######## block 1 ########
==> block_1/clocks.png <==
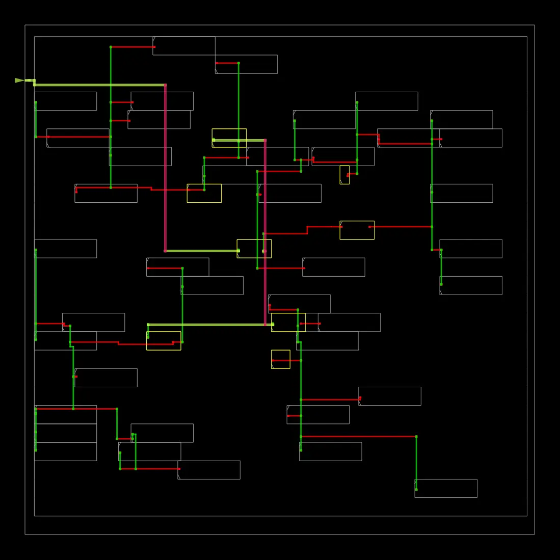

## src/rtl/shift_sequencer_pkg.sv

```systemverilog
// Shared encodings for the shift sequencer slice.
// FSM state codes and shifter op codes.
package shift_sequencer_pkg;

  localparam logic [1:0] S_IDLE  = 2'd0;
  localparam logic [1:0] S_SHIFT = 2'd1;
  localparam logic [1:0] S_DONE  = 2'd2;

  localparam logic [1:0] SH_PASS = 2'b00;
  localparam logic [1:0] SH_LSL  = 2'b01;
  localparam logic [1:0] SH_LSR  = 2'b10;
  localparam logic [1:0] SH_ASR  = 2'b11;

endpackage

```

## src/rtl/shift_sequencer_shifter.sv

```systemverilog
// One-position shifter: a, op -> y.
// op: pass, lsl, lsr, asr (all by one bit).
module shift_sequencer_shifter
  import shift_sequencer_pkg::*;
#(
  parameter int W = 16
) (
  input  logic [W-1:0] a,
  input  logic [1:0]   op,
  output logic [W-1:0] y
);

  always_comb begin
    y = a;
    case (op)
      SH_PASS: y = a;
      SH_LSL:  y = {a[W-2:0], 1'b0};
      SH_LSR:  y = {1'b0, a[W-1:1]};
      SH_ASR:  y = {a[W-1], a[W-1:1]};
      default: y = a;
    endcase
  end

endmodule

```

## src/rtl/shift_sequencer.sv

```systemverilog
// Multi-cycle shift controller: start/busy/done handshake,
// iterates a 1-bit shifter amount times; dout holds result.
module shift_sequencer
  import shift_sequencer_pkg::*;
#(
  parameter int W  = 16,
  parameter int CW = 4
) (
  input  logic          clk,
  input  logic          reset_n,
  input  logic          start,
  input  logic [1:0]    op,
  input  logic [CW-1:0] amount,
  input  logic [W-1:0]  din,
  output logic          busy,
  output logic          done,
  output logic [W-1:0]  dout
);

  logic [1:0]    state;
  logic [1:0]    state_nx;
  logic [W-1:0]  work;
  logic [W-1:0]  work_nx;
  logic [CW-1:0] cnt;
  logic [1:0]    op_q;
  logic [W-1:0]  res;
  logic          zero;
  logic          last;

  shift_sequencer_shifter #(.W(W)) u_shifter (
    .a  (work),
    .op (op_q),
    .y  (work_nx)
  );

  // Nothing to iterate: finish straight from IDLE.
  assign zero = (amount == '0) || (op == SH_PASS);
  assign last = (cnt == CW'(1));

  always_comb begin
    state_nx = state;
    unique case (state)
      S_IDLE:  if (start) state_nx = zero ? S_DONE : S_SHIFT;
      S_SHIFT: if (last) state_nx = S_DONE;
      S_DONE:  state_nx = S_IDLE;
      default: state_nx = S_IDLE;
    endcase
  end

  always_ff @(posedge clk or negedge reset_n) begin
    if (!reset_n) state <= S_IDLE;
    else          state <= state_nx;
  end

  always_ff @(posedge clk or negedge reset_n) begin
    if (!reset_n) begin
      work <= '0;
      cnt  <= '0;
      op_q <= '0;
      res  <= '0;
    end else begin
      if (state == S_IDLE && start) begin
        work <= din;
        op_q <= op;
        cnt  <= amount;
        if (zero) res <= din;
      end else if (state == S_SHIFT) begin
        work <= work_nx;
        cnt  <= cnt - CW'(1);
        if (last) res <= work_nx;
      end
    end
  end

  assign busy = (state != S_IDLE);
  assign done = (state == S_DONE);
  assign dout = res;

endmodule

```

## config.mk

```make
export PLATFORM = sky130hd
export DESIGN_NAME = shift_sequencer
export DESIGN_NICKNAME = d
export VERILOG_FILES = /design/src/rtl/shift_sequencer_pkg.sv /design/src/rtl/shift_sequencer_shifter.sv /design/src/rtl/shift_sequencer.sv
export SDC_FILE = /design/constraint.sdc
export NUM_CORES = 1
export LEC_CHECK = 0
export CORE_UTILIZATION = 40
export DETAILED_ROUTE_END_ITERATION = 12
export GPL_TIMING_DRIVEN = 1
export PLACE_DENSITY_LB_ADDON = 0.05
export SYNTH_ARGS = -nofsm -noshare
export SYNTH_HDL_FRONTEND = slang
export SYNTH_SLANG_ARGS = --single-unit
```

## constraint.sdc

```tcl
create_clock -name clk -period 1.7 [get_ports clk]
set_input_delay 0.51 -clock clk [delete_from_list [all_inputs] [get_ports clk]]
set_output_delay 0.51 -clock clk [all_outputs]
set_load 0.01 [all_outputs]
```

######## block 2 ########
===== config.mk =====
export PLATFORM = sky130hd
export DESIGN_NAME = led_matrix_scanner
export DESIGN_NICKNAME = d
export VERILOG_FILES = /design/src/rtl/led_matrix_scanner_pkg.sv /design/src/rtl/led_matrix_scanner_frame_buffer.sv /design/src/rtl/led_matrix_scanner.sv
export SDC_FILE = /design/constraint.sdc
export NUM_CORES = 1
export LEC_CHECK = 0
export CAP_MARGIN = 30
export CORE_ASPECT_RATIO = 1.5
export CORE_MARGIN = 5
export CORE_UTILIZATION = 32
export DETAILED_ROUTE_END_ITERATION = 8
export PLACE_DENSITY_LB_ADDON = 0.12
export SLEW_MARGIN = 40
export SYNTH_ARGS = -nofsm -noshare
export SYNTH_HDL_FRONTEND = slang
export SYNTH_SLANG_ARGS = --single-unit
export TNS_END_PERCENT = 10

===== constraint.sdc =====
create_clock -name clk -period 6.9 [get_ports clk]
set_input_delay 1.38 -clock clk [delete_from_list [all_inputs] [get_ports clk]]
set_output_delay 1.38 -clock clk [all_outputs]
set_load 0.005 [all_outputs]

===== src/rtl/led_matrix_scanner_pkg.sv =====
// led_matrix_scanner_pkg: shared sizes, scanner states and row/frame types for the LED matrix path
package led_matrix_scanner_pkg;
    localparam int MATRIX_ROWS = 8;
    localparam int MATRIX_COLS = 8;
    localparam int PWM_BITS    = 8;
    localparam int ROW_BITS    = $clog2(MATRIX_ROWS);

    typedef enum logic [1:0] {
        ST_IDLE,
        ST_BLANK,
        ST_DRIVE
    } scan_state_e;

    typedef logic [MATRIX_COLS-1:0] row_word_t;
    typedef row_word_t [MATRIX_ROWS-1:0] frame_t;
endpackage


===== src/rtl/led_matrix_scanner_frame_buffer.sv =====
// pattern_frame_buffer: staging/display double buffer with capture edge detect and tear-free swap
module pattern_frame_buffer
    import led_matrix_scanner_pkg::*;
(
    input  logic                clk,
    input  logic                rst,
    input  frame_t              frame_in,
    input  logic                pattern_valid,
    input  logic                swap_req,
    input  logic [ROW_BITS-1:0] row_idx,
    output logic                pending,
    output row_word_t           row_word,
    output logic                frame_dropped
);
    frame_t staging_q, staging_d, disp_q, disp_d;
    logic   valid_q, valid_d, pending_q, pending_d, dropped_q, dropped_d;
    logic   capture, swap;

    // A swap always takes the old staging words, so a capture on the swap edge survives as the next pending frame
    always_comb begin
        capture   = pattern_valid & ~valid_q;
        swap      = swap_req & pending_q;
        valid_d   = pattern_valid;
        staging_d = capture ? frame_in : staging_q;
        disp_d    = swap ? staging_q : disp_q;
        pending_d = capture | (pending_q & ~swap);
        dropped_d = capture & pending_q & ~swap;
    end

    // Buffer and flag registers
    always_ff @(posedge clk) begin
        if (rst) begin
            valid_q   <= 1'b0;
            pending_q <= 1'b0;
            dropped_q <= 1'b0;
            staging_q <= '0;
            disp_q    <= '0;
        end else begin
            valid_q   <= valid_d;
            pending_q <= pending_d;
            dropped_q <= dropped_d;
            staging_q <= staging_d;
            disp_q    <= disp_d;
        end
    end

    assign pending       = pending_q;
    assign row_word      = disp_q[row_idx];
    assign frame_dropped = dropped_q;
endmodule


===== src/rtl/led_matrix_scanner.sv =====
// led_matrix_scanner: row-scanning 8x8 LED driver with blanking gaps, PWM dimming and frame-boundary swaps
module led_matrix_scanner
    import led_matrix_scanner_pkg::*;
#(
    parameter int DEAD_CYCLES = 2
) (
    input  logic                   clk,
    input  logic                   rst,
    input  logic [MATRIX_COLS-1:0] pattern_0,
    input  logic [MATRIX_COLS-1:0] pattern_1,
    input  logic [MATRIX_COLS-1:0] pattern_2,
    input  logic [MATRIX_COLS-1:0] pattern_3,
    input  logic [MATRIX_COLS-1:0] pattern_4,
    input  logic [MATRIX_COLS-1:0] pattern_5,
    input  logic [MATRIX_COLS-1:0] pattern_6,
    input  logic [MATRIX_COLS-1:0] pattern_7,
    input  logic                   pattern_valid,
    input  logic [PWM_BITS-1:0]    duty,
    output logic [MATRIX_ROWS-1:0] row_sel,
    output logic [MATRIX_COLS-1:0] col_data,
    output logic                   frame_done,
    output logic                   frame_dropped
);
    localparam logic [7:0]            LAST_BLANK = 8'(DEAD_CYCLES - 1);
    localparam logic [ROW_BITS-1:0]   LAST_ROW   = ROW_BITS'(MATRIX_ROWS - 1);
    localparam logic [PWM_BITS-1:0]   PWM_MAX    = '1;

    scan_state_e            state_q, state_d;
    logic [ROW_BITS-1:0]    row_q, row_d;
    logic [7:0]             blank_cnt_q, blank_cnt_d;
    logic [PWM_BITS-1:0]    pwm_cnt_q, pwm_cnt_d, duty_q, duty_d, pwm_nxt;
    logic [MATRIX_ROWS-1:0] row_sel_q, row_sel_d;
    logic [MATRIX_COLS-1:0] col_data_q, col_data_d;
    logic                   frame_done_q, frame_done_d;
    logic                   swap_req, pending;
    row_word_t              row_word;
    frame_t                 frame_in;

    assign frame_in = {pattern_7, pattern_6, pattern_5, pattern_4,
                       pattern_3, pattern_2, pattern_1, pattern_0};

    pattern_frame_buffer u_buf (
        .clk          (clk),
        .rst          (rst),
        .frame_in     (frame_in),
        .pattern_valid(pattern_valid),
        .swap_req     (swap_req),
        .row_idx      (row_q),
        .pending      (pending),
        .row_word     (row_word),
        .frame_dropped(frame_dropped)
    );

    // Scan sequencing; outputs are computed one cycle ahead so they land registered with their state
    always_comb begin
        state_d      = state_q;
        row_d        = row_q;
        blank_cnt_d  = blank_cnt_q;
        pwm_cnt_d    = pwm_cnt_q;
        duty_d       = duty_q;
        row_sel_d    = '0;
        col_data_d   = '0;
        frame_done_d = 1'b0;
        swap_req     = 1'b0;
        pwm_nxt      = pwm_cnt_q + 1'b1;
        case (state_q)
            ST_IDLE: begin
                swap_req = 1'b1;
                if (pending) begin
                    state_d     = ST_BLANK;
                    row_d       = '0;
                    blank_cnt_d = '0;
                end
            end
            ST_BLANK: begin
                if (blank_cnt_q == LAST_BLANK) begin
                    state_d    = ST_DRIVE;
                    pwm_cnt_d  = '0;
                    duty_d     = duty;
                    row_sel_d  = MATRIX_ROWS'(1) << row_q;
                    col_data_d = row_word & {MATRIX_COLS{duty != '0}};
                end else begin
                    blank_cnt_d = blank_cnt_q + 1'b1;
                end
            end
            ST_DRIVE: begin
                if (pwm_cnt_q == PWM_MAX) begin
                    state_d      = ST_BLANK;
                    blank_cnt_d  = '0;
                    row_d        = row_q + 1'b1;
                    frame_done_d = row_q == LAST_ROW;
                    swap_req     = row_q == LAST_ROW;
                end else begin
                    pwm_cnt_d  = pwm_nxt;
                    row_sel_d  = row_sel_q;
                    col_data_d = row_word & {MATRIX_COLS{pwm_nxt < duty_q}};
                end
            end
            default: state_d = ST_IDLE;
        endcase
    end

    // State, counters and output registers
    always_ff @(posedge clk) begin
        if (rst) begin
            state_q      <= ST_IDLE;
            row_q        <= '0;
            blank_cnt_q  <= '0;
            pwm_cnt_q    <= '0;
            duty_q       <= '0;
            row_sel_q    <= '0;
            col_data_q   <= '0;
            frame_done_q <= 1'b0;
        end else begin
            state_q      <= state_d;
            row_q        <= row_d;
            blank_cnt_q  <= blank_cnt_d;
            pwm_cnt_q    <= pwm_cnt_d;
            duty_q       <= duty_d;
            row_sel_q    <= row_sel_d;
            col_data_q   <= col_data_d;
            frame_done_q <= frame_done_d;
        end
    end

    assign row_sel    = row_sel_q;
    assign col_data   = col_data_q;
    assign frame_done = frame_done_q;
endmodule


######## block 3 ########
**src/rtl/aes_uart_pkg.sv**
```systemverilog
// Shared constants, FSM encoding and helpers for the AES result UART link.
// Used by both the FPGA transmitter and the host-side receiver.
package aes_uart_pkg;

  localparam logic [7:0]  HDR_BYTE_DEFAULT    = 8'hA5;
  localparam int unsigned FRAME_PAYLOAD_BYTES = 32;
  localparam int unsigned UART_DATA_BITS      = 8;
  localparam int unsigned UART_FRAME_BITS     = 10;

  typedef enum logic [1:0] {
    IDLE,
    START,
    DATA,
    STOP
  } uart_state_e;

  function automatic logic [7:0] xor_bytes(input logic [255:0] d);
    logic [7:0] x;
    x = '0;
    for (int unsigned i = 0; i < FRAME_PAYLOAD_BYTES; i++) begin
      x = x ^ d[8*i +: 8];
    end
    return x;
  endfunction

endpackage

```
**src/rtl/uart_tx_byte.sv**
```systemverilog
// Single-byte 8N1 serialiser with baud counter; a new byte accepted at the
// end of a stop bit starts immediately, so consecutive bytes have no gap.
module uart_tx_byte
  import aes_uart_pkg::*;
#(
  parameter int unsigned CLK_DIV = 434
) (
  input  logic       clk,
  input  logic       rst,
  input  logic [7:0] in_byte,
  input  logic       in_byte_valid,
  output logic       out_byte_ready,
  output logic       out_txd
);

  uart_state_e state, state_next;
  logic [15:0] baud, baud_next;
  logic [2:0]  bit_cnt, bit_next;
  logic [7:0]  shreg, shreg_next;
  logic        txd_next;
  logic        baud_end;
  logic        load;

  assign baud_end       = (baud == 16'(CLK_DIV - 1));
  assign out_byte_ready = (state == IDLE) || (state == STOP && baud_end);
  assign load           = out_byte_ready && in_byte_valid;

  always_ff @(posedge clk or posedge rst) begin
    if (rst) begin
      state   <= IDLE;
      baud    <= '0;
      bit_cnt <= '0;
      shreg   <= '0;
      out_txd <= 1'b1;
    end else begin
      state   <= state_next;
      baud    <= baud_next;
      bit_cnt <= bit_next;
      shreg   <= shreg_next;
      out_txd <= txd_next;
    end
  end

  always_comb begin
    state_next = state;
    case (state)
      IDLE:    if (load) state_next = START;
      START:   if (baud_end) state_next = DATA;
      DATA:    if (baud_end && bit_cnt == 3'(UART_DATA_BITS - 1)) state_next = STOP;
      STOP:    if (baud_end) state_next = load ? START : IDLE;
      default: state_next = IDLE;
    endcase
  end

  // Line value is computed one cycle ahead and registered, keeping out_txd glitch-free.
  always_comb begin
    baud_next  = (state == IDLE || baud_end) ? '0 : baud + 16'd1;
    bit_next   = bit_cnt;
    shreg_next = shreg;
    txd_next   = out_txd;
    case (state)
      IDLE: begin
        if (load) begin
          shreg_next = in_byte;
          bit_next   = '0;
          txd_next   = 1'b0;
        end
      end
      START: begin
        if (baud_end) begin
          bit_next = '0;
          txd_next = shreg[0];
        end
      end
      DATA: begin
        if (baud_end) begin
          if (bit_cnt == 3'(UART_DATA_BITS - 1)) begin
            txd_next = 1'b1;
          end else begin
            bit_next   = bit_cnt + 3'd1;
            shreg_next = {1'b0, shreg[7:1]};
            txd_next   = shreg[1];
          end
        end
      end
      STOP: begin
        if (baud_end) begin
          if (load) begin
            shreg_next = in_byte;
            bit_next   = '0;
            txd_next   = 1'b0;
          end else begin
            txd_next = 1'b1;
          end
        end
      end
      default: txd_next = 1'b1;
    endcase
  end

endmodule

```
**src/rtl/aes_result_uart_tx.sv**
```systemverilog
// Captures AES state and cipherkey and sends them as a header-led 8N1 frame.
// Optional macro AES_TX_CHECKSUM_EN appends an XOR checksum byte over the payload.
module aes_result_uart_tx
  import aes_uart_pkg::*;
#(
  parameter int unsigned CLK_DIV  = 434,
  parameter logic [7:0]  HDR_BYTE = HDR_BYTE_DEFAULT
) (
  input  logic         clk,
  input  logic         rst,
  input  logic [127:0] in_state,
  input  logic [127:0] in_cipherkey,
  input  logic         in_valid,
  output logic         out_txd,
  output logic         out_busy,
  output logic         out_done
);

`ifdef AES_TX_CHECKSUM_EN
  localparam int unsigned FRAME_BYTES = FRAME_PAYLOAD_BYTES + 2;
`else
  localparam int unsigned FRAME_BYTES = FRAME_PAYLOAD_BYTES + 1;
`endif

  logic [255:0] shadow;
  logic [5:0]   idx;
  logic         accept;
  logic         byte_valid;
  logic         byte_ready;
  logic [7:0]   tx_byte;

  assign accept     = in_valid && !out_busy;
  assign byte_valid = accept || (out_busy && idx < 6'(FRAME_BYTES));

  // The header goes out in the accept cycle itself; idx tracks the next byte to hand over.
  always_ff @(posedge clk or posedge rst) begin
    if (rst) begin
      shadow   <= '0;
      idx      <= '0;
      out_busy <= 1'b0;
      out_done <= 1'b0;
    end else begin
      out_done <= 1'b0;
      if (accept) begin
        shadow   <= {in_state, in_cipherkey};
        idx      <= 6'd1;
        out_busy <= 1'b1;
      end else if (out_busy && byte_ready) begin
        if (idx < 6'(FRAME_BYTES)) begin
          idx <= idx + 6'd1;
        end else begin
          idx      <= '0;
          out_busy <= 1'b0;
          out_done <= 1'b1;
        end
      end
    end
  end

  always_comb begin
    tx_byte = HDR_BYTE;
    if (out_busy) begin
      for (int unsigned i = 0; i < FRAME_PAYLOAD_BYTES; i++) begin
        if (idx == 6'(i + 1)) tx_byte = shadow[8*(FRAME_PAYLOAD_BYTES-1-i) +: 8];
      end
`ifdef AES_TX_CHECKSUM_EN
      if (idx == 6'(FRAME_PAYLOAD_BYTES + 1)) tx_byte = xor_bytes(shadow);
`endif
    end
  end

  uart_tx_byte #(
    .CLK_DIV(CLK_DIV)
  ) u_tx_byte (
    .clk           (clk),
    .rst           (rst),
    .in_byte       (tx_byte),
    .in_byte_valid (byte_valid),
    .out_byte_ready(byte_ready),
    .out_txd       (out_txd)
  );

endmodule

```
**config.mk**
```make
export PLATFORM = sky130hd
export DESIGN_NAME = aes_result_uart_tx
export DESIGN_NICKNAME = d
export VERILOG_FILES = /design/src/rtl/aes_uart_pkg.sv /design/src/rtl/uart_tx_byte.sv /design/src/rtl/aes_result_uart_tx.sv
export SDC_FILE = /design/constraint.sdc
export NUM_CORES = 1
export LEC_CHECK = 0
export ABC_AREA = 1
export CAP_MARGIN = 20
export CORE_ASPECT_RATIO = 1.75
export CORE_MARGIN = 3
export CORE_UTILIZATION = 53
export CTS_BUF_LIST = sky130_fd_sc_hd__clkbuf_8 sky130_fd_sc_hd__clkbuf_16
export DETAILED_ROUTE_END_ITERATION = 10
export PLACE_DENSITY = 0.8
export SETUP_SLACK_MARGIN = 0.05
export SYNTH_ARGS = -nofsm -noshare
export SYNTH_HDL_FRONTEND = slang
export SYNTH_SLANG_ARGS = --single-unit
export TNS_END_PERCENT = 50
```
**constraint.sdc**
```tcl
create_clock -name clk -period 15.9 [get_ports clk]
set_clock_uncertainty 0.15 [all_clocks]
set_input_delay 4.77 -clock clk [delete_from_list [all_inputs] [get_ports clk]]
set_output_delay 4.77 -clock clk [all_outputs]
set_load 0.02 [all_outputs]
```
######## block 4 ########
`config.mk`:
```
export PLATFORM = sky130hd
export DESIGN_NAME = change_dispense_ctrl
export DESIGN_NICKNAME = d
export VERILOG_FILES = /design/src/rtl/change_dispense_ctrl.sv
export SDC_FILE = /design/constraint.sdc
export NUM_CORES = 1
export LEC_CHECK = 0
export CORE_UTILIZATION = 35
export CTS_CLUSTER_SIZE = 8
export DETAILED_ROUTE_END_ITERATION = 10
export GPL_ROUTABILITY_DRIVEN = 0
export MAX_ROUTING_LAYER = met4
export REMOVE_ABC_BUFFERS = 1
export SLEW_MARGIN = 10
export SYNTH_ARGS = -nofsm -noshare
export SYNTH_HDL_FRONTEND = slang
export SYNTH_SLANG_ARGS = --single-unit
```
`constraint.sdc`:
```
create_clock -name clk -period 4.11 [get_ports clk]
set_input_delay 0.822 -clock clk [delete_from_list [all_inputs] [get_ports clk]]
set_output_delay 0.822 -clock clk [all_outputs]
set_load 0.01 [all_outputs]
```
`src/rtl/change_dispense_ctrl.sv`:
```
// Change dispenser controller: greedy quarter/dime/nickel payout from three coin tubes,
// one ejector pulse at a time with a fixed settling gap, plus deposit-driven tube refill.
module change_dispense_ctrl #(
  parameter int unsigned GAP      = 2,
  parameter int unsigned TUBE_MAX = 15
) (
  input  logic       clk,
  input  logic       rst,
  input  logic       start,
  input  logic [5:0] amount,
  input  logic       ej_ready,
  input  logic       depQ,
  input  logic       depD,
  input  logic       depN,
  output logic       busy,
  output logic       dispQuarter,
  output logic       dispDime,
  output logic       dispNickel,
  output logic       done,
  output logic       short,
  output logic [5:0] remaining,
  output logic [3:0] cntQ,
  output logic [3:0] cntD,
  output logic [3:0] cntN
);

  localparam int unsigned AW = 6;
  localparam int unsigned CW = 4;
  localparam logic [CW-1:0] TMAX      = CW'(TUBE_MAX);
  localparam logic [CW-1:0] WAIT_LOAD = CW'(GAP - 1);

  typedef enum logic [2:0] {S_IDLE, S_SELECT, S_EJECT, S_WAIT, S_DONE} state_t;
  typedef enum logic [1:0] {C_NONE, C_Q, C_D, C_N} coin_t;

  state_t         state;
  coin_t          coin;
  coin_t          pick;
  logic [AW-1:0]  coin_val;
  logic [CW-1:0]  wait_cnt;
  logic           ej_q, ej_d, ej_n;

  // Largest coin that fits the balance and is still in stock.
  always_comb begin
    pick = C_NONE;
    if (cntQ != '0 && remaining >= AW'(5))      pick = C_Q;
    else if (cntD != '0 && remaining >= AW'(2)) pick = C_D;
    else if (cntN != '0 && remaining >= AW'(1)) pick = C_N;
  end

  always_comb begin
    coin_val = '0;
    case (coin)
      C_Q:     coin_val = AW'(5);
      C_D:     coin_val = AW'(2);
      C_N:     coin_val = AW'(1);
      default: coin_val = '0;
    endcase
  end

  assign ej_q = (state == S_EJECT) && (coin == C_Q);
  assign ej_d = (state == S_EJECT) && (coin == C_D);
  assign ej_n = (state == S_EJECT) && (coin == C_N);

  // Deposit saturates at capacity; a deposit and an ejection on one tube cancel out.
  function automatic logic [CW-1:0] tube_next(input logic [CW-1:0] cnt,
                                              input logic dep, input logic ej);
    logic [CW-1:0] r;
    r = cnt;
    if (dep && !ej)      r = (cnt >= TMAX) ? cnt : cnt + CW'(1);
    else if (ej && !dep) r = cnt - CW'(1);
    return r;
  endfunction

  always_ff @(posedge clk or posedge rst) begin
    if (rst) begin
      state       <= S_IDLE;
      coin        <= C_NONE;
      wait_cnt    <= '0;
      remaining   <= '0;
      cntQ        <= TMAX;
      cntD        <= TMAX;
      cntN        <= TMAX;
      busy        <= 1'b0;
      done        <= 1'b0;
      short       <= 1'b0;
      dispQuarter <= 1'b0;
      dispDime    <= 1'b0;
      dispNickel  <= 1'b0;
    end else begin
      cntQ        <= tube_next(cntQ, depQ, ej_q);
      cntD        <= tube_next(cntD, depD, ej_d);
      cntN        <= tube_next(cntN, depN, ej_n);
      done        <= 1'b0;
      dispQuarter <= 1'b0;
      dispDime    <= 1'b0;
      dispNickel  <= 1'b0;
      case (state)
        S_IDLE: begin
          if (start) begin
            remaining <= amount;
            busy      <= 1'b1;
            if (amount == '0) begin
              state <= S_DONE;
              done  <= 1'b1;
              short <= 1'b0;
            end else begin
              state <= S_SELECT;
            end
          end
        end
        S_SELECT: begin
          if (pick == C_NONE) begin
            state <= S_DONE;
            done  <= 1'b1;
            short <= (remaining != '0);
          end else if (ej_ready) begin
            state       <= S_EJECT;
            coin        <= pick;
            dispQuarter <= (pick == C_Q);
            dispDime    <= (pick == C_D);
            dispNickel  <= (pick == C_N);
          end
        end
        S_EJECT: begin
          remaining <= remaining - coin_val;
          wait_cnt  <= WAIT_LOAD;
          state     <= S_WAIT;
        end
        S_WAIT: begin
          if (wait_cnt == '0) state <= S_SELECT;
          else                wait_cnt <= wait_cnt - CW'(1);
        end
        S_DONE: begin
          state <= S_IDLE;
          busy  <= 1'b0;
          short <= 1'b0;
        end
        default: state <= S_IDLE;
      endcase
    end
  end

endmodule
```
==> block_2/layer_met2.png <==
(1.5 px per um)
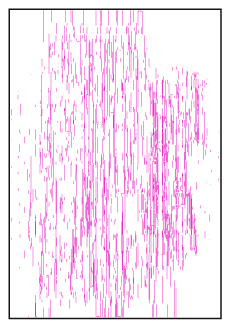
longest straight run: 74.8 um
wire length on this layer: 9,910 um
share of all routed wire: 50%
main direction: vertical
nets with wire on the layer: 806

==> results_slide.txt, block 2 <==
Key Metrics from the Run

Critical path
  – Worst Setup Start Kind: flip-flop
  – Largest fanout on the critical path: 8
  – Crit-path max cell delay: 0.50 ns
  – CP startpoint: pwm_cnt_q[0]$_SDFFE_PP0P_

Pwr
  – PD cells: 226.6 nW/um^2
  – VDD IR max: 166.7 uV
  – Comb. pwr: 0.000235 W

Cells and area
  – Fraction of area in registers: 0.3654
  – Most numerous logic cell after layout: dfxtp_1
  – Register area: 3545 um^2
  – Layout non-clock buf frac: 0.1012

Synthesis
  – Ys cells: 899
  – Adder Share, Synth: 0.03080
  – Compound Share, Synth: 0.1021
  – Main flop type: dfxtp_1
  – Seq share, synth: 0.4362

Drt
  – DRT Pass-1 Iters: 4
  – Post-route ant nets: 0
  – Vias: 6,136

Outcome
  – Outcome: completed

Global route
  – Remaining global-route overflow: 0
  – Total global routing track utilization: 0.1416
  – Global-route wire length before repair: 32,720 um

Floorplanning
  – Init Core Util: 0.3243
  – DIE HEIGHT: 205.1 um
  – Die W: 140.1 um

Clocking
  – Post-CTS Setup Bufs: 0
  – CTS sink count: 177
  – Cts hold-fix bufs: 0

Final timing
  – Worst Skew: 0.01141 ns

Hold path
  – HP Class: reg2reg
## block 2: through the flow
step	total power, W	util	worst slack [ns]
3_5_place_dp	0.001337	0.3661	3.526
6_report	0.002199	0.3873	3.828
4_1_cts	0.002237	0.3873	3.777
3_3_place_gp	0.001336	0.3652	3.535
2_1_floorplan	0.001257	-	4.351
5_1_grt	0.002297	0.3873	3.609
## block 2: per-layer routing
layer  wire (um)  vias to the layer above  global-route usage
li1            -                     3155                   -
met2        9912                       96              0.2452
met5           0                        -                   0
met3         622                       21             0.02849
met4         325                        0             0.04986
met1        8904                     2864              0.1745
## block 2: kinds of logic (layout without fill, tap and decap cells)
group	Yosys count	count (layout)
and+or+nand+nor	377	377
AOI/OAI and AO/OA	150	150
buffers and inverters	83	145
xor gates and xnor gates	2	2
adders and majority gates	20	20
muxes	90	90
DFF	177	177
## block 2: flip-flops by register name, summed over array words and instances, names as in the netlist
signal / count
col_data: 8
row_sel: 8
u_buf.pending: 1
row_q: 3
blank_cnt_q: 8
duty_q: 8
u_buf.disp_q: 64
pwm_cnt_q: 8
frame_done: 1
u_buf.valid_q: 1
u_buf.staging_q: 64
u_buf.frame_dropped: 1
state_q: 2
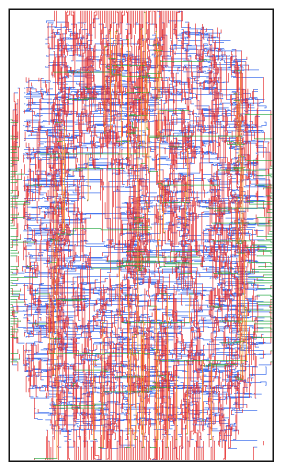
(block_3/wires.png)
(2 px per um)
[orange] metal 4 | wire length: 2,310 um
[blue] metal 1 | wire length: 15,000 um
[green] metal 3 | wire length: 1,880 um
[red] metal 2 | wire length: 21.1 mm

==> results_slide.txt, block 3 <==
Key Metrics from the Run

Critical path
  – CP Class: in2reg
  – CP startpoint: in_valid
  – Worst Setup Start Kind: input pin
  – Slowest CP cell: inv_8

Final timing
  – Slew headroom: 0.2407

Pwr
  – Seq pwr share: 0.452
  – PD cells: 144.1 nW/um^2

Synthesis
  – Main area contributors: dfrtp_1 (50%), nand2_1 (22%), o21ai_0 (7.1%), inv_1 (6.4%), a21oi_1 (4.0%)
  – Syn nets: 2,255
  – Post-synth EDFFs: 0
  – Post-synthesis instance total: 1,982
  – Yosys warning count: 0
  – Seq share, synth: 0.5055

Cells and area
  – Most numerous logic cell after layout: nand2_1
  – Biggest register: shadow
  – Buffers, non-clock: 266
  – Multi-input logic cell count: 1,349
  – Fraction of area in registers: 0.4014
  – Register area: 7358 um^2
  – Seq_cells: 294
  – Biggest regs: shadow (256), u_tx_byte.baud (16), u_tx_byte.shreg (8)
  – Layout Nets: 2,470
  – Comb/total area: 0.3231

Outcome
  – Outcome: completed

Drt
  – WL per Instance: 15.63 um
  – Met1 wire length: 15,000 um
  – Post-route ant nets: 0
  – Vias per cell: 5.134
  – WL final: 40,320 um

Clocking
  – Clock slew seen by the registers of the worst setup and hold paths: 0.07 ns
  – CTS tree: built

Hold path
  – Hold Crit Depth: 2
  – HP Class: reg2reg

Global route
  – Initial antenna violation count: 1
  – Global-route wire length before repair: 65,120 um
  – Met3 usage: 0.03150
  – Largest net degree at the start of global routing: 201
  – Gr busiest metal: met2
  – Number of global-route vias before repair: 13,260

Floorplanning
  – Core area: 26,790 um^2
block 3: through the flow:
| step | instance area, um^2 | setup WS (ns) | hold WS (ns) | cells | total power (W) |
|---|---|---|---|---|---|
| finish | 18330 | 8.318 | 0.3252 | 2580 | 0.002641 |
| CTS | 18300 | 8.346 | 0.3280 | 2577 | 0.002653 |
| floorplan | 14560 | 2.863 | 0.2936 | 1982 | 0.001690 |
| global placement | 17380 | 7.871 | 0.3062 | 2530 | 0.001933 |
| global route | 18330 | 8.006 | 0.3456 | 2580 | 0.002830 |
| detailed placement | 17380 | 7.754 | 0.3100 | 2530 | 0.001967 |
block 3: logic make-up (layout without fill, tap and decap cells):
kind of cell / after synthesis / in the layout / synth area share
other cells: 0 / 1 / 0
buf+inv: 339 / 572 / 0.08803
xor+xnor: 2 / 2 / 0.001204
flops: 294 / 294 / 0.5055
simple gates: 965 / 965 / 0.2616
compound gates: 368 / 368 / 0.1316
fa+ha+maj: 14 / 14 / 0.01203
block 3: worst reg2reg max path: cells and delay by family (launching register included):
family	cells	cell delay, ns
compound gates	5	0.66
fa+ha+maj	1	0.36
buf+inv	2	0.36
flops	1	0.41
simple gates	27	2.38
==> block_1/power_grid.png <==
(4 px per um) Pins as bars on the die edge. Tap cells in grey.
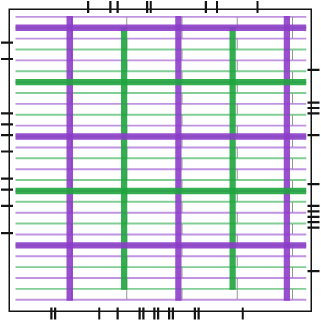
[green] VDD
[purple] VSS
signal pins: 43
rows: 26
met5 straps: 5
Die W: 75.16 um
DIE HEIGHT: 75.16 um
core area: 5140 um^2

## Picture notes: block_1/clocks.png
clock distribution power: 0.000656 W
CTS sink count: 40
Late-Pin Clk Latency: 0.29 ns

==> results_slide.txt, block 1 <==
Key Metrics from the Run

Outcome
  – Outcome: completed

Pwr
  – PD cells: 1808 nW/um^2
  – Pleak: 1.393 nW
  – Gate power share: 0.547
  – Switching share of power: 0.3931
  – Clock power frac: 0.122
  – Seq pwr share: 0.331
  – Pint: 0.003272 W
  – Pwr top: combinational logic

Synthesis
  – Commonest cells in the netlist: dfrtp_1 (40), o21ai_0 (33), nand2_1 (24)
  – Syn nets: 256
  – Compound Share, Synth: 0.2385
  – Largest area contributor in the netlist: dfrtp_1
  – Main flop type: dfrtp_1
  – Yosys stat area: 2141 um^2
  – Synthesized area: 2141 um^2
  – Largest type area fraction: 0.4676
  – Yosys warning count: 0

Clocking
  – H-tree depth: 2
  – Clock slew seen by the registers of the worst setup and hold paths: 0.08 ns

Drt
  – Vias: 1,856
  – WL final: 5182 um
  – Post-route ant nets: 0
  – 1st-iter DRT viols: 111

Cells and area
  – Top Layout Cells: dfrtp_1 (40), o21ai_0 (27), nand2_1 (24)
  – Dominant kind of cell: multi-input combinational cells
  – ClkCell Share: 0.03147
  – Most numerous logic cell after layout: dfrtp_1
  – Area of the multi-input gates: 1054 um^2
  – Clock buffers: 7

Final timing
  – Sum Neg Setup Slack: 0 ns
  – Slew headroom: 0.7297
  – Worst hold slack: 0.1811 ns

Floorplanning
  – Row Count: 26
  – Init Core Util: 0.4165

Critical path
  – Element type at the critical path end: flip-flop
  – CP Class: reg2reg

Hold path
  – HP Class: in2async

Flow run
  – Max_cap viols: 0

Global route
  – Total global routing track utilization: 0.1977
==> block 1: timing repair <==
item                       CTS  global route
buffers inserted             1             0
setup endpoints to repair   42            34
gates resized               28            23
pin swaps                    3             3
==> block 1: per-layer routing <==
layer  share of wire  vias up  global-route usage  routed length, um
li1                -      921                   -                  -
met1            0.48      902              0.2568               2480
met2            0.48       28              0.3393               2475
met3           0.034        5             0.04150                174
met4          0.0098        0             0.04733                 51
met5               0        -                   0                  0
==> block 1: metrics by stage <==
stage | worst slack [ns] | util | std cells
2_1_floorplan | 0.01097 | - | 229
3_3_place_gp | -0.5507 | 0.5411 | 351
3_5_place_dp | -0.5267 | 0.5411 | 351
4_1_cts | 0.004149 | 0.5677 | 360
5_1_grt | -0.01976 | 0.5801 | 359
6_report | 0.06302 | 0.5801 | 359
==> block 1: sequential cells by signal, summed over array words and instances, names as in the netlist <==
signal  flops
dout       16
op_q        2
work       16
cnt         4
state       2
==> block 1: critical path, cell delays in order, from the launching register on <==
cell and delay (ns):
dfrtp_1 0.40, buf_6 0.13, or3b_4 0.42, buf_4 0.17
o21ai_0 0.10, a2bb2oi_2 0.20, mux2i_1 0.09
==> block_4/layer_met3.png <==
(4 px per um)
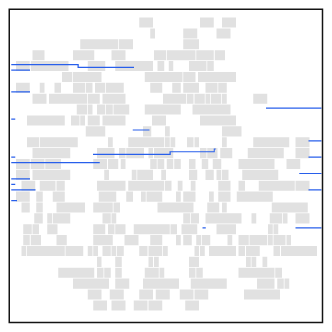
wire length on this layer: 145 um
main direction: horizontal
share of all routed wire: 3.4%
nets with wire on the layer: 17
longest straight run: 21.8 um

==> results_slide.txt, block 4 <==
Key Metrics from the Run

Global route
  – Met3 usage: 0.05412
  – GR met1 Demand/Resource: 0.1930
  – Number of global-route vias before repair: 1,526
  – Global-route met2 utilization: 0.2496
  – Largest net degree at the start of global routing: 26

Pwr
  – Comb. pwr: 0.00104 W

Floorplanning
  – # IOs: 37

Drt
  – DRT Pass-1 Iters: 4
  – Met3 wire len: 144 um

Critical path
  – Stages on worst setup path: 9

Placed design
  – Placed insts: 310

Synthesis
  – Distinct cells, synth: 47
  – Yosys stat area: 2018 um^2

Cells and area
  – Cell area after layout: 2560 um^2

Clocking
  – Cts bufs inserted: 5

Outcome
  – Outcome: completed

Hold path
  – End of the worst hold path: cntN[3]$_DFFE_PP1P_
  – HP Class: reg2reg
-- block 4: layout by cell type (no fill, tap or decap), drive strengths merged, types with 2 or more instances in the layout --
master         instances
a21o                   6
a21oi                 14
a311oi                 3
a31oi                  3
and4                   2
buf                    2
clkbuf                 8
clkdlybuf4s50         36
dfrtp                 21
dfstp                 12
fa                     4
ha                    10
inv                   11
mux2                   6
nand2                 21
nand2b                 2
nand3                  3
nor2                  17
nor3                   8
nor3b                  3
nor4                   5
o21a                   2
o21ai                 16
o22ai                  3
o2bb2ai                2
or3                    2
xnor2                  3
xor2                   6
-- block 4: synth_stat cells, types with 3 or more instances --
cell and number:
a311oi_1 3, a21o_1 6, o21ai_0 12, mux2_2 5, o22ai_1 3, o21ai_4 3, nand3_1 3, nand2_1 21
nor3_1 8, fa_1 4, xnor2_1 3, nor4_1 5, ha_1 10, a31oi_1 3, dfstp_2 12, inv_1 11
nor2_1 17, dfrtp_1 21, a21oi_1 14, xor2_1 6
-- block 4: flip-flops by register name, indices dropped and copies added, names as in the netlist --
name and cells:
busy 1, cntD 4, cntN 4, cntQ 4, coin 2, dispDime 1
dispNickel 1, dispQuarter 1, done 1, remaining 6, short 1, state 3
wait_cnt 4

######## block 5 ########
[config.mk]
export PLATFORM = sky130hd
export DESIGN_NAME = loop_incrementer
export DESIGN_NICKNAME = d
export VERILOG_FILES = /design/src/rtl/loop_incrementer.sv
export SDC_FILE = /design/constraint.sdc
export NUM_CORES = 1
export LEC_CHECK = 0
export ABC_AREA = 0
export CAP_MARGIN = 25
export CORE_ASPECT_RATIO = 1.1
export CORE_MARGIN = 1.5
export CORE_UTILIZATION = 30
export DETAILED_ROUTE_END_ITERATION = 6
export PLACE_DENSITY = 0.68
export SLEW_MARGIN = 25
export SYNTH_ARGS = -nofsm -noshare
export SYNTH_HDL_FRONTEND = slang
export SYNTH_SLANG_ARGS = --single-unit
[constraint.sdc]
create_clock -name clk -period 1.45 [get_ports clk]
set_input_delay 0.2175 -clock clk [delete_from_list [all_inputs] [get_ports clk]]
set_output_delay 0.2175 -clock clk [all_outputs]
set_load 0.03 [all_outputs]
[src/rtl/loop_incrementer.sv]
// loop_incrementer: on an accepted start, captures three WIDTH-bit channels
// and a per-channel enable, then runs exactly ITERS iterations, adding 1 to
// every enabled channel on each iteration. A one-cycle done pulse follows
// the last iteration.
//
// Build option: define LOOP_INCREMENTER_SAT_EN to make each channel saturate
// at 2^WIDTH-1 instead of wrapping. Timing and handshake are identical in
// both builds.
//
// Handshake: start is sampled only while idle (busy=0, done=0). An accepted
// start raises busy on the following cycle. busy stays high for exactly
// ITERS cycles. done is then high for exactly one cycle. A start seen while
// busy or done is dropped, not queued.
//
// fsm_state exposes the controller state for debug: 0=IDLE, 1=RUN, 2=DONE.
module loop_incrementer #(
    parameter  int WIDTH = 3,
    parameter  int ITERS = 8,
    localparam int CW    = $clog2(ITERS + 1)
) (
    input  logic             clk,
    input  logic             rst,
    input  logic             start,
    input  logic [WIDTH-1:0] a,
    input  logic [WIDTH-1:0] b,
    input  logic [WIDTH-1:0] c,
    input  logic [2:0]       ch_en,
    output logic [WIDTH-1:0] out_a,
    output logic [WIDTH-1:0] out_b,
    output logic [WIDTH-1:0] out_c,
    output logic [CW-1:0]    iter,
    output logic             busy,
    output logic             done,
    output logic [1:0]       fsm_state
);

    typedef enum logic [1:0] {
        IDLE = 2'd0,
        RUN  = 2'd1,
        DONE = 2'd2
    } state_t;

    // The iteration whose edge moves the FSM into DONE.
    localparam logic [CW-1:0] LAST_ITER = CW'(ITERS - 1);

    state_t     state;
    logic [2:0] en_q;

    // One iteration's update of one channel; disabled channels are unchanged.
    function automatic logic [WIDTH-1:0] step(input logic [WIDTH-1:0] v,
                                              input logic en);
`ifdef LOOP_INCREMENTER_SAT_EN
        if (en && (v != {WIDTH{1'b1}}))
            return v + WIDTH'(1);
        return v;
`else
        if (en)
            return v + WIDTH'(1);
        return v;
`endif
    endfunction

    assign fsm_state = state;

    // Controller and datapath: every output is a register updated here.
    always_ff @(posedge clk) begin
        if (rst) begin
            state <= IDLE;
            out_a <= '0;
            out_b <= '0;
            out_c <= '0;
            iter  <= '0;
            en_q  <= '0;
            busy  <= 1'b0;
            done  <= 1'b0;
        end else begin
            case (state)
                IDLE: begin
                    done <= 1'b0;
                    if (start) begin
                        out_a <= a;
                        out_b <= b;
                        out_c <= c;
                        en_q  <= ch_en;
                        iter  <= '0;
                        busy  <= 1'b1;
                        state <= RUN;
                    end
                end
                RUN: begin
                    out_a <= step(out_a, en_q[0]);
                    out_b <= step(out_b, en_q[1]);
                    out_c <= step(out_c, en_q[2]);
                    iter  <= iter + CW'(1);
                    if (iter == LAST_ITER) begin
                        busy  <= 1'b0;
                        done  <= 1'b1;
                        state <= DONE;
                    end
                end
                DONE: begin
                    // Results stay on the outputs; only the pulse ends.
                    done  <= 1'b0;
                    state <= IDLE;
                end
                default: begin
                    busy  <= 1'b0;
                    done  <= 1'b0;
                    state <= IDLE;
                end
            endcase
        end
    end

endmodule
######## block 6 ########
==> src/rtl/div_unit.sv <==
// rtl/div_unit.sv - iterative radix-2 restoring divider for DIV/DIVU/REM/REMU
module div_unit #(
    parameter int XLEN = 32
) (
    input  logic            clk,
    input  logic            rst_n,
    input  logic            start,
    input  logic [1:0]      div_op,
    input  logic [XLEN-1:0] op_a,
    input  logic [XLEN-1:0] op_b,
    input  logic            kill,
    output logic            stall_req,
    output logic            busy,
    output logic            done,
    output logic [XLEN-1:0] result
);
    localparam int CW = $clog2(XLEN);

    typedef enum logic [1:0] {S_IDLE, S_CALC, S_DONE} state_t;

    state_t          r_state;
    logic [CW-1:0]   r_cnt;
    logic [XLEN-1:0] r_rem;
    logic [XLEN-1:0] r_quo;
    logic [XLEN-1:0] r_div;
    logic [XLEN-1:0] r_result;
    logic            r_q_neg;
    logic            r_r_neg;
    logic            r_is_rem;

    logic            w_signed;
    logic            w_is_rem;
    logic            w_a_neg;
    logic            w_b_neg;
    logic [XLEN-1:0] w_abs_a;
    logic [XLEN-1:0] w_abs_b;
    logic            w_div_zero;
    logic            w_ovf;
    logic [XLEN-1:0] w_spec_res;
    logic [XLEN:0]   w_rem_sh;
    logic [XLEN:0]   w_diff;
    logic            w_ge;
    logic [XLEN-1:0] w_rem_nx;
    logic [XLEN-1:0] w_quo_nx;
    logic [XLEN-1:0] w_fin;

    assign w_signed   = ~div_op[0];
    assign w_is_rem   = div_op[1];
    assign w_a_neg    = w_signed & op_a[XLEN-1];
    assign w_b_neg    = w_signed & op_b[XLEN-1];
    assign w_abs_a    = w_a_neg ? (~op_a + 1'b1) : op_a;
    assign w_abs_b    = w_b_neg ? (~op_b + 1'b1) : op_b;
    assign w_div_zero = (op_b == '0);
    assign w_ovf      = w_signed & (op_a == {1'b1, {(XLEN-1){1'b0}}}) & (op_b == '1);

    // Overflow case: quotient is op_a itself (most negative value), remainder 0
    assign w_spec_res = w_div_zero ? (w_is_rem ? op_a : '1)
                                   : (w_is_rem ? '0 : op_a);

    // Remainder stays below the divisor, so the XLEN+1 bit difference sign is the borrow
    assign w_rem_sh = {r_rem, r_quo[XLEN-1]};
    assign w_diff   = w_rem_sh - {1'b0, r_div};
    assign w_ge     = ~w_diff[XLEN];
    assign w_rem_nx = w_ge ? w_diff[XLEN-1:0] : w_rem_sh[XLEN-1:0];
    assign w_quo_nx = {r_quo[XLEN-2:0], w_ge};

    assign w_fin = r_is_rem ? (r_r_neg ? (~w_rem_nx + 1'b1) : w_rem_nx)
                            : (r_q_neg ? (~w_quo_nx + 1'b1) : w_quo_nx);

    always_ff @(posedge clk or negedge rst_n) begin
        if (!rst_n) begin
            r_state  <= S_IDLE;
            r_cnt    <= '0;
            r_rem    <= '0;
            r_quo    <= '0;
            r_div    <= '0;
            r_result <= '0;
            r_q_neg  <= 1'b0;
            r_r_neg  <= 1'b0;
            r_is_rem <= 1'b0;
        end else if (kill) begin
            r_state <= S_IDLE;
        end else begin
            case (r_state)
                S_IDLE: begin
                    if (start) begin
                        r_q_neg  <= w_a_neg ^ w_b_neg;
                        r_r_neg  <= w_a_neg;
                        r_is_rem <= w_is_rem;
                        r_div    <= w_abs_b;
                        r_quo    <= w_abs_a;
                        r_rem    <= '0;
                        if (w_div_zero || w_ovf) begin
                            r_result <= w_spec_res;
                            r_state  <= S_DONE;
                        end else begin
                            r_cnt   <= CW'(XLEN - 1);
                            r_state <= S_CALC;
                        end
                    end
                end
                S_CALC: begin
                    r_rem <= w_rem_nx;
                    r_quo <= w_quo_nx;
                    r_cnt <= r_cnt - 1'b1;
                    if (r_cnt == '0) begin
                        r_result <= w_fin;
                        r_state  <= S_DONE;
                    end
                end
                S_DONE:  r_state <= S_IDLE;
                default: r_state <= S_IDLE;
            endcase
        end
    end

    assign stall_req = ~kill & (((r_state == S_IDLE) & start) | (r_state == S_CALC));
    assign busy      = (r_state == S_CALC);
    assign done      = (r_state == S_DONE) & ~kill;
    assign result    = r_result;
endmodule

==> config.mk <==
export PLATFORM = sky130hd
export DESIGN_NAME = div_unit
export DESIGN_NICKNAME = d
export VERILOG_FILES = /design/src/rtl/div_unit.sv
export SDC_FILE = /design/constraint.sdc
export NUM_CORES = 1
export LEC_CHECK = 0
export CAP_MARGIN = 20
export CORE_MARGIN = 10
export CORE_UTILIZATION = 45
export CTS_BUF_LIST = sky130_fd_sc_hd__clkbuf_2
export CTS_CLUSTER_SIZE = 10
export DETAILED_ROUTE_END_ITERATION = 16
export GPL_ROUTABILITY_DRIVEN = 0
export PLACE_DENSITY = 0.73
export SLEW_MARGIN = 20
export SYNTH_ARGS = -nofsm -noshare
export SYNTH_HDL_FRONTEND = slang
export SYNTH_SLANG_ARGS = --single-unit
==> constraint.sdc <==
create_clock -name clk -period 5.6 [get_ports clk]
set_input_delay 1.12 -clock clk [delete_from_list [all_inputs] [get_ports clk]]
set_output_delay 1.12 -clock clk [all_outputs]
set_load 0.03 [all_outputs]

==> gallery <==
M3 wires.
picture 1
(4 px per um)
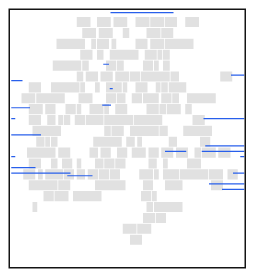
picture 2
(1.5 px per um)
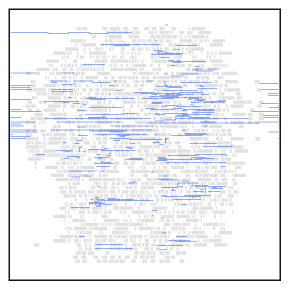
The one with the largest die is picture 2.
Picture 2 is block 6.
Picture 1 is block 5.

Key to picture 2:
longest straight run: 73.6 um
wire length on this layer: 2,760 um
nets with wire on the layer: 198

==> block_6/wires.png <==
(2 px per um)
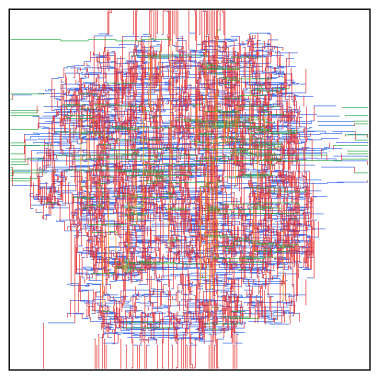
[green] metal 3 | wire length: 2,760 um
[red] metal 2 | wire length: 17,600 um
[orange] metal 4 | wire length: 1,210 um
[blue] metal 1 | wire length: 15,300 um
WL per Instance: 19.44 um
total global routing track utilization: 0.2190
vias: 11,720

==> block_6/power_grid.png <==
(2 px per um) Pins as bars on the die edge. Tap cells in grey.
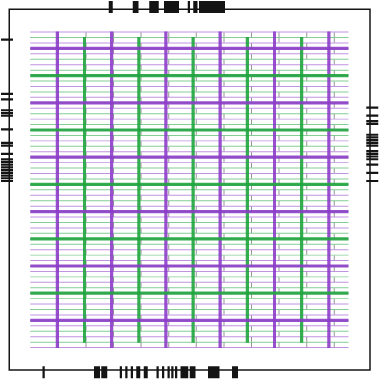
[green] VDD
[purple] VSS
rows: 58
tap cells: 330

==> results_slide.txt, block 6 <==
Key Metrics from the Run

Floorplanning
  – Die W: 179.7 um
  – Init Core Util: 0.4569

Hold path
  – HP Class: in2async

Critical path
  – R2r worst-path depth: 21
  – CP Cell Sequence: inv_1 -> ha_1 -> inv_1 -> fa_1 -> a211oi_2 -> o21ai_2 -> o21a_1 -> o211a_1 -> o21a_4 -> nor2_4 -> inv_2 -> mux2i_1 -> ha_1 -> o2111ai_1 -> nor4_2 -> nand4_1 -> o32a_1 -> or4_1 -> o211a_1 -> a311oi_1 -> a21oi_1
  – WP data required: 6.24 ns
  – Slowest CP cell: or4_1

Cells and area
  – Dominant kind of cell: multi-input combinational cells

Global route
  – GR met1 Demand/Resource: 0.2727
  – Largest net degree at the start of global routing: 102

Synthesis
  – Syn nets: 1,598
  – Yosys warning count: 0
  – Yosys reg bits: 138
  – Adder Share, Synth: 0.04427
  – Main flop type: dfrtp_1
  – Seq share, synth: 0.3010

Placed design
  – Dpl ws: 0.4190 ns

Clocking
  – Clock slew seen by the registers of the worst setup and hold paths: 0.21 ns
  – Cts hold-fix bufs: 0
  – Cts bufs inserted: 17
  – CTS Buffer Depth: 2

Final timing
  – Tmin final: 5.148 ns
  – Setup ws final: 0.4525 ns
  – Final setup viols: 0
  – Period utilization: 0.9192
  – Worst Skew: 0.04255 ns

Outcome
  – Outcome: completed
==> block 6: power by group <==
part	internal (W)	total [W]	leakage (nW)	switching, W
sequential	0.00135	0.00179	1.71	0.000434
combinational	0.00117	0.00306	3.48	0.00189
clock	0.000196	0.000604	0.134	0.000408
==> block 6: cells in the mapped netlist (24+ instances only) <==
cell | number | area (um^2)
a21oi_1 | 149 | 745.7
xor2_1 | 67 | 586.8
o31ai_1 | 29 | 217.7
dfrtp_1 | 138 | 3453
nor2_1 | 157 | 589.3
xnor2_1 | 63 | 551.8
ha_1 | 39 | 488.0
nand2_1 | 160 | 600.6
nor3_1 | 36 | 180.2
inv_1 | 58 | 217.7
or3_1 | 24 | 150.1
o21ai_0 | 156 | 780.8
clkbuf_1 | 57 | 214.0
mux2i_1 | 24 | 240.2
==> block 6: state kept, by name, indices dropped and copies added, names as in the netlist <==
| signal | cells |
|---|---|
| r_state | 2 |
| r_div | 32 |
| r_is_rem | 1 |
| r_r_neg | 1 |
| r_cnt | 5 |
| r_q_neg | 1 |
| r_rem | 32 |
| result | 32 |
| r_quo | 32 |
==> block 6: timing repair <==
action / 4_1_cts / 5_1_grt
setup endpoints to repair: 0 / 1
resized: 0 / 1
hold endpoints to repair: 0 / 0
==> block_5/power_grid.png <==
(6 px per um) Pins as bars on the die edge. Tap cells in grey.
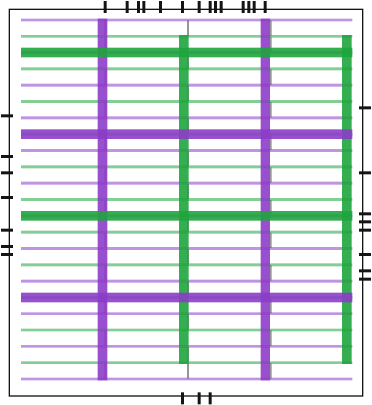
[green] VDD
[purple] VSS
met5 straps: 4
rows: 22

==> results_slide.txt, block 5 <==
Key Metrics from the Run

Outcome
  – Outcome: completed

Synthesis
  – Largest area contributor in the netlist: dfxtp_1
  – Adder Share, Synth: 0.04896
  – Avg Cell Area, Syn: 9.378 um^2
  – Main flop type: dfxtp_1
  – Largest type area fraction: 0.3917
  – Post-synth EDFFs: 0
  – Yosys stat area: 1022 um^2
  – Ys cells: 109
  – Mux share: 0.09058

Global route
  – Initial antenna violation count: 0
  – Number of global-route vias before repair: 879

Pwr
  – PD cells: 834.9 nW/um^2
  – Tot Pwr: 0.001178 W
  – Gate power share: 0.250
  – Pint: 0.0008191 W

Cells and area
  – ClkCell Share: 0.01596
  – Dominant kind of cell: multi-input combinational cells
  – Fraction of area in registers: 0.2846

Critical path
  – Crit-path max cell delay: 0.42 ns
  – CP arrival: 1.15 ns

Drt
  – WL per Instance: 13.71 um

Clocking
  – Post-CTS Setup Bufs: 0
  – Cts bufs inserted: 3
  – Cts hold-fix bufs: 0

Final timing
  – Final setup viols: 0

Floorplanning
  – Init Core Util: 0.3095

Placed design
  – Dpl ws: -0.2388 ns
-- block 5: power groups by stage --
stage	clock, W	combinational, W	sequential, W
finish	0.000271	0.000295	0.000612
global route	0.000299	0.000320	0.000619
CTS	0.000276	0.000297	0.000612
detailed placement	0	0.000312	0.000626
global placement	0	0.000306	0.000625
floorplan	0	0.000126	0.000675
-- block 5: sequential cells by signal, indices dropped and copies added (netlist names) --
register,flops
busy,1
out_b,3
en_q,3
out_c,3
out_a,3
iter,4
fsm_state,2
done,1
-- block 5: per-layer routing --
layer	wire (um)	global-route usage
met5	0	0
met4	29	0.04830
met3	115	0.02024
met2	1215	0.2205
met1	1178	0.2005
-- block 5: path summary, 6_finish.rpt --
kind | start | endpoint | slack, ns | cells after the start
setup / recovery | iter[2]$_SDFFE_PP0P_ | iter[2] | 0.08 | 1
hold / removal | out_c[2]$_SDFFE_PP0P_ | out_c[2]$_SDFFE_PP0P_ | 0.50 | 2
setup reg to reg | fsm_state[1]$_SDFFE_PP0P_ | out_c[1]$_SDFFE_PP0P_ | 0.10 | 2
hold reg to reg | out_c[2]$_SDFFE_PP0P_ | out_c[2]$_SDFFE_PP0P_ | 0.50 | 2

######## block 7 ########
==> block_7/clocks.png <==
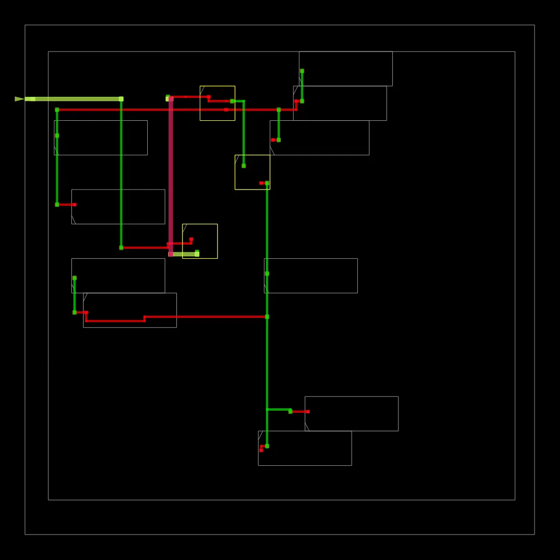
==> block_7/power_grid.png <==
(10 px per um) Pins as bars on the die edge. Tap cells in grey.
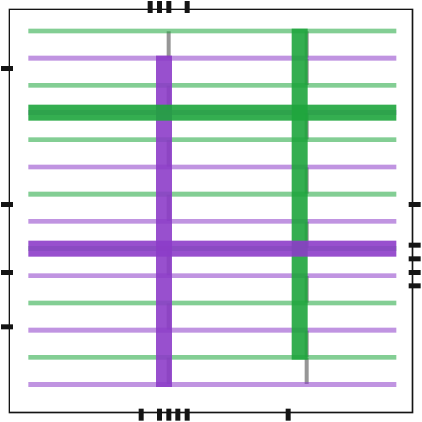
==> block_7/layer_met3.png <==
(6 px per um)
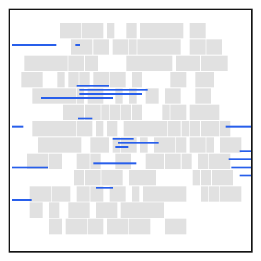
File: config.mk
export PLATFORM = sky130hd
export DESIGN_NAME = pencoder_serial
export DESIGN_NICKNAME = d
export VERILOG_FILES = /design/src/rtl/pencoder_pkg.sv /design/src/rtl/penc_msb_index.sv /design/src/rtl/pencoder_serial.sv
export SDC_FILE = /design/constraint.sdc
export NUM_CORES = 1
export LEC_CHECK = 0
export CAP_MARGIN = 20
export CORE_MARGIN = 1.5
export CORE_UTILIZATION = 44
export CTS_CLUSTER_SIZE = 10
export DETAILED_ROUTE_END_ITERATION = 10
export PLACE_DENSITY = 0.76
export SYNTH_ARGS = -nofsm -noshare
export SYNTH_HDL_FRONTEND = slang
export SYNTH_SLANG_ARGS = --single-unit
File: constraint.sdc
create_clock -name clk -period 2.37 [get_ports clk]
set_clock_uncertainty 0.05 [all_clocks]
set_input_delay 0.474 -clock clk [delete_from_list [all_inputs] [get_ports clk]]
set_output_delay 0.474 -clock clk [all_outputs]
set_load 0.005 [all_outputs]
File: src/rtl/pencoder_pkg.sv
// Shared types and helpers for the serial priority encoder.
package pencoder_pkg;

   // Largest request width the bit-count helper accepts.
   localparam int MAX_N = 1024;

   typedef enum logic {
      IDLE  = 1'b0,
      DRAIN = 1'b1
   } state_t;

   // Width of an index that can address n request lines.
   function automatic int idx_width(input int n);
      return $clog2(n);
   endfunction

   // True when exactly one bit of v is set.
   function automatic logic onehot_count_is_one(input logic [MAX_N-1:0] v);
      return (v != '0) && ((v & (v - 1'b1)) == '0);
   endfunction

endpackage

File: src/rtl/penc_msb_index.sv
// Combinational highest-set-bit encoder: index of the top set bit of req,
// plus a found flag. idx is 0 when no bit is set.
module penc_msb_index
   import pencoder_pkg::*;
#(
   parameter int N  = 8,
   parameter int IW = idx_width(N)
) (
   input  logic [N-1:0]  req,
   output logic [IW-1:0] idx,
   output logic          found
);

   // Scan upward so the highest set bit is the last one written.
   always_comb begin
      idx   = '0;
      found = 1'b0;
      for (int i = 0; i < N; i++) begin
         if (req[i]) begin
            idx   = IW'(i);
            found = 1'b1;
         end
      end
   end

endmodule

File: src/rtl/pencoder_serial.sv
// Serial priority encoder: captures a multi-hot request vector and emits
// the index of every set bit, highest first, over a valid/ready interface.
// Optional macro PENC_MERGE_EN: accept new captures while draining and OR
// them into the pending set (a re-requested retiring bit stays pending).
module pencoder_serial
   import pencoder_pkg::*;
#(
   parameter int N  = 8,
   parameter int IW = idx_width(N)
) (
   input  logic          clk,
   input  logic          rst,
   input  logic          En,
   input  logic [N-1:0]  d,
   output logic          in_ready,
   output logic [IW-1:0] b,
   output logic          valid,
   input  logic          ready,
   output logic          last,
   output logic          zero
);

   state_t        state;
   state_t        state_next;
   logic [N-1:0]  pend;
   logic [N-1:0]  pend_next;
   logic [N-1:0]  retire;
   logic [IW-1:0] top_idx;
   logic          top_found;
   logic          capture;

   penc_msb_index #(.N(N), .IW(IW)) u_msb (
      .req   (pend),
      .idx   (top_idx),
      .found (top_found)
   );

   assign capture = En && in_ready;

   // One-hot mask of the pending bit handed to the consumer this cycle.
   always_comb begin
      retire = '0;
      for (int i = 0; i < N; i++) begin
         if (valid && ready && top_found && (top_idx == IW'(i))) begin
            retire[i] = 1'b1;
         end
      end
   end

   // Next pending set: retire first, then OR in a capture so a fresh
   // request for the retiring bit keeps it pending.
   always_comb begin
      pend_next = pend & ~retire;
      if (capture) begin
         pend_next = pend_next | d;
      end
   end

   // State register.
   always_ff @(posedge clk) begin
      if (rst) begin
         state <= IDLE;
      end else begin
         state <= state_next;
      end
   end

   // Next-state: drain as long as anything remains pending.
   always_comb begin
      state_next = state;
      case (state)
         IDLE:    if (pend_next != '0) state_next = DRAIN;
         DRAIN:   if (pend_next == '0) state_next = IDLE;
         default: state_next = IDLE;
      endcase
   end

   // Pending-set register and the empty-capture pulse.
   always_ff @(posedge clk) begin
      if (rst) begin
         pend <= '0;
         zero <= 1'b0;
      end else begin
         pend <= pend_next;
         zero <= capture && (d == '0);
      end
   end

   // Registered-only outputs.
   always_comb begin
      valid = (state == DRAIN);
`ifdef PENC_MERGE_EN
      in_ready = 1'b1;
`else
      in_ready = (state == IDLE);
`endif
      b    = valid ? top_idx : '0;
      last = valid && onehot_count_is_one(MAX_N'(pend));
   end

endmodule

==> results_slide.txt <==
Key Metrics from the Run

Outcome
  – Outcome: completed

Global route
  – Initial antenna violation count: 0
  – Total global routing track utilization: 0.2512
  – Largest net degree at the start of global routing: 11

Pwr
  – Seq pwr: 0.000195 W
  – PD cells: 564.0 nW/um^2
  – Pint: 0.0003444 W
  – Clock power frac: 0.228
  – Pwr top: registers

Critical path
  – Slowest CP cell: or4_4
  – Buf+Inv Stages, Crit Path: 1

Cells and area
  – Fraction of area in registers: 0.2300
  – Count of non-CTS inverters in the layout: 3
  – Filler Cell Count: 118
  – Comb/total area: 0.4329
  – ANT cells: 0
  – Fin cells: 118

Drt
  – WL met2: 791 um
  – WL final: 1657 um
  – Vias per cell: 5.898

Synthesis
  – Adder Share, Synth: 0.01646
  – Mux share: 0
  – Simple share: 0.3086

Hold path
  – HP Class: reg2reg

Placed design
  – GP Congestion: 0.9074
  – Placed cell area: 844.6 um^2
  – # port buffers: 18
  – Placed insts: 115

Final timing
  – Fin. Hold Viols: 0
  – Period utilization: 0.9917
  – Worst hold slack: 0.5656 ns

Clocking
  – Post-CTS Setup Bufs: 0
  – CTS sink count: 10
## Picture notes: block_7/clocks.png
clock buffers: 3
cts bufs inserted: 3
Late-Pin Clk Latency: 0.26 ns

## Picture notes: block_7/power_grid.png
[purple] VSS
[green] VDD
signal pins: 19
met4 straps: 2
core area: 1301 um^2
VDD IR max: 312.4 uV
Die W: 40.18 um
DIE HEIGHT: 40.18 um

## Picture notes: block_7/layer_met3.png
nets with wire on the layer: 18
longest straight run: 11.7 um
met3 usage: 0.03889
vias: 696

## timing repair
| action | in CTS | in global routing |
|---|---|---|
| endpoints found under the hold margin | 0 | 0 |
| setup endpoints to repair | 1 | 1 |
| gates resized | 3 | 4 |
| pin swaps | 1 | 4 |
## registers in the layout, summed over array words and instances (netlist names)
name,count
pend,8
valid,1
zero,1
## layout by cell type (no fill, tap or decap), types with 2 or more instances in the layout
cell type,Yosys,routed
nor2_1,9,9
nand2b_1,2,2
a22oi_1,5,5
clkdlybuf4s50_1,0,17
nand2_1,4,4
nor2b_1,2,2
clkbuf_4,0,3
nor4_1,2,2
o21ai_0,6,6
dfxtp_1,10,9
a21oi_1,9,8
buf_4,0,9
inv_1,3,3
nand3_1,2,2
## synth_stat cells, types with 2 or more instances
cell type	count	area share
nand2b_1	2	0.021
nor2b_1	2	0.021
nand2_1	4	0.025
dfxtp_1	10	0.33
nand3_1	2	0.016
a22oi_1	5	0.062
clkbuf_1	4	0.025
nor2_1	9	0.056
nor4_1	2	0.021
inv_1	3	0.019
o21ai_0	6	0.049
a21oi_1	9	0.074


==> notes/layouts.md <==
Pictures saved along the way, in no particular order.

Signal wires by layer.
panel A
(4 px per um)
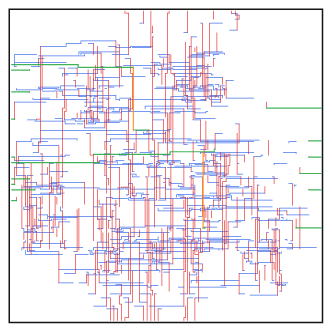
panel B
(4 px per um)
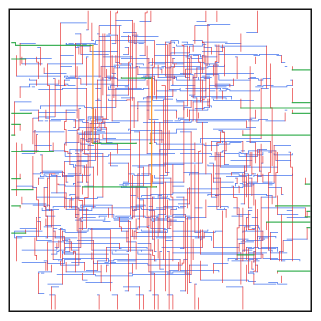
panel C
(6 px per um)
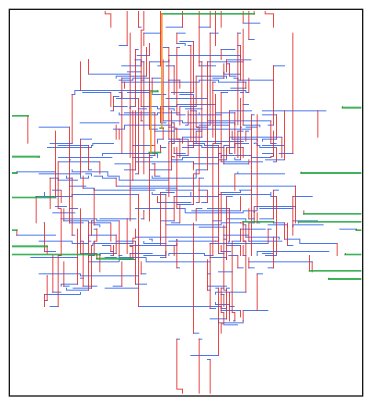
panel D
(2 px per um)
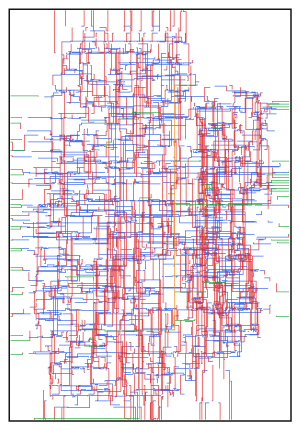
panel E
(10 px per um)
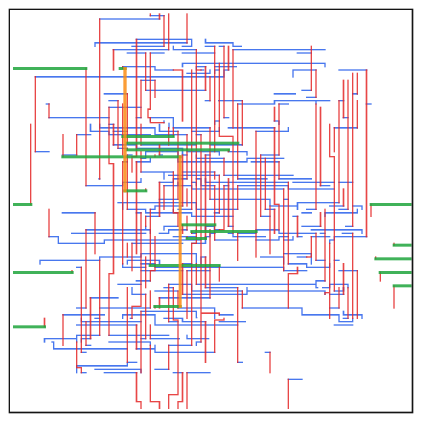
Block 1 is panel B.
Block 5 is panel C.
Block 4 is panel A.
Block 2 is panel D.
Block 7 is panel E.
- most wire: panel D
- smallest die: panel E

Key to panel C:
[red] metal 2 | wire length: 1,220 um
[green] metal 3 | wire length: 115 um
[orange] metal 4 | wire length: 29.2 um
[blue] metal 1 | wire length: 1,180 um


==> gallery <==
M3 wires.
image #1
(1.5 px per um)
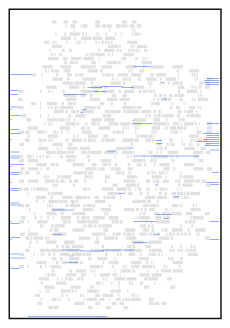
image #2
(4 px per um)
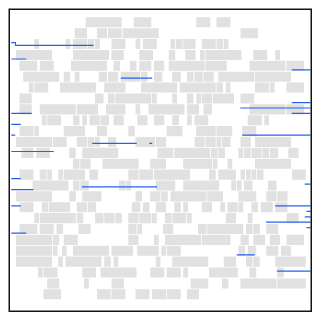
image #3
(1.5 px per um)
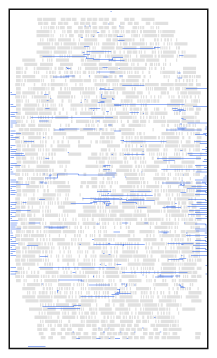
Block 1 is image #2.
Block 2 is image #1.
Block 3 is image #3.

Power is estimated from default activity; no workload was simulated.
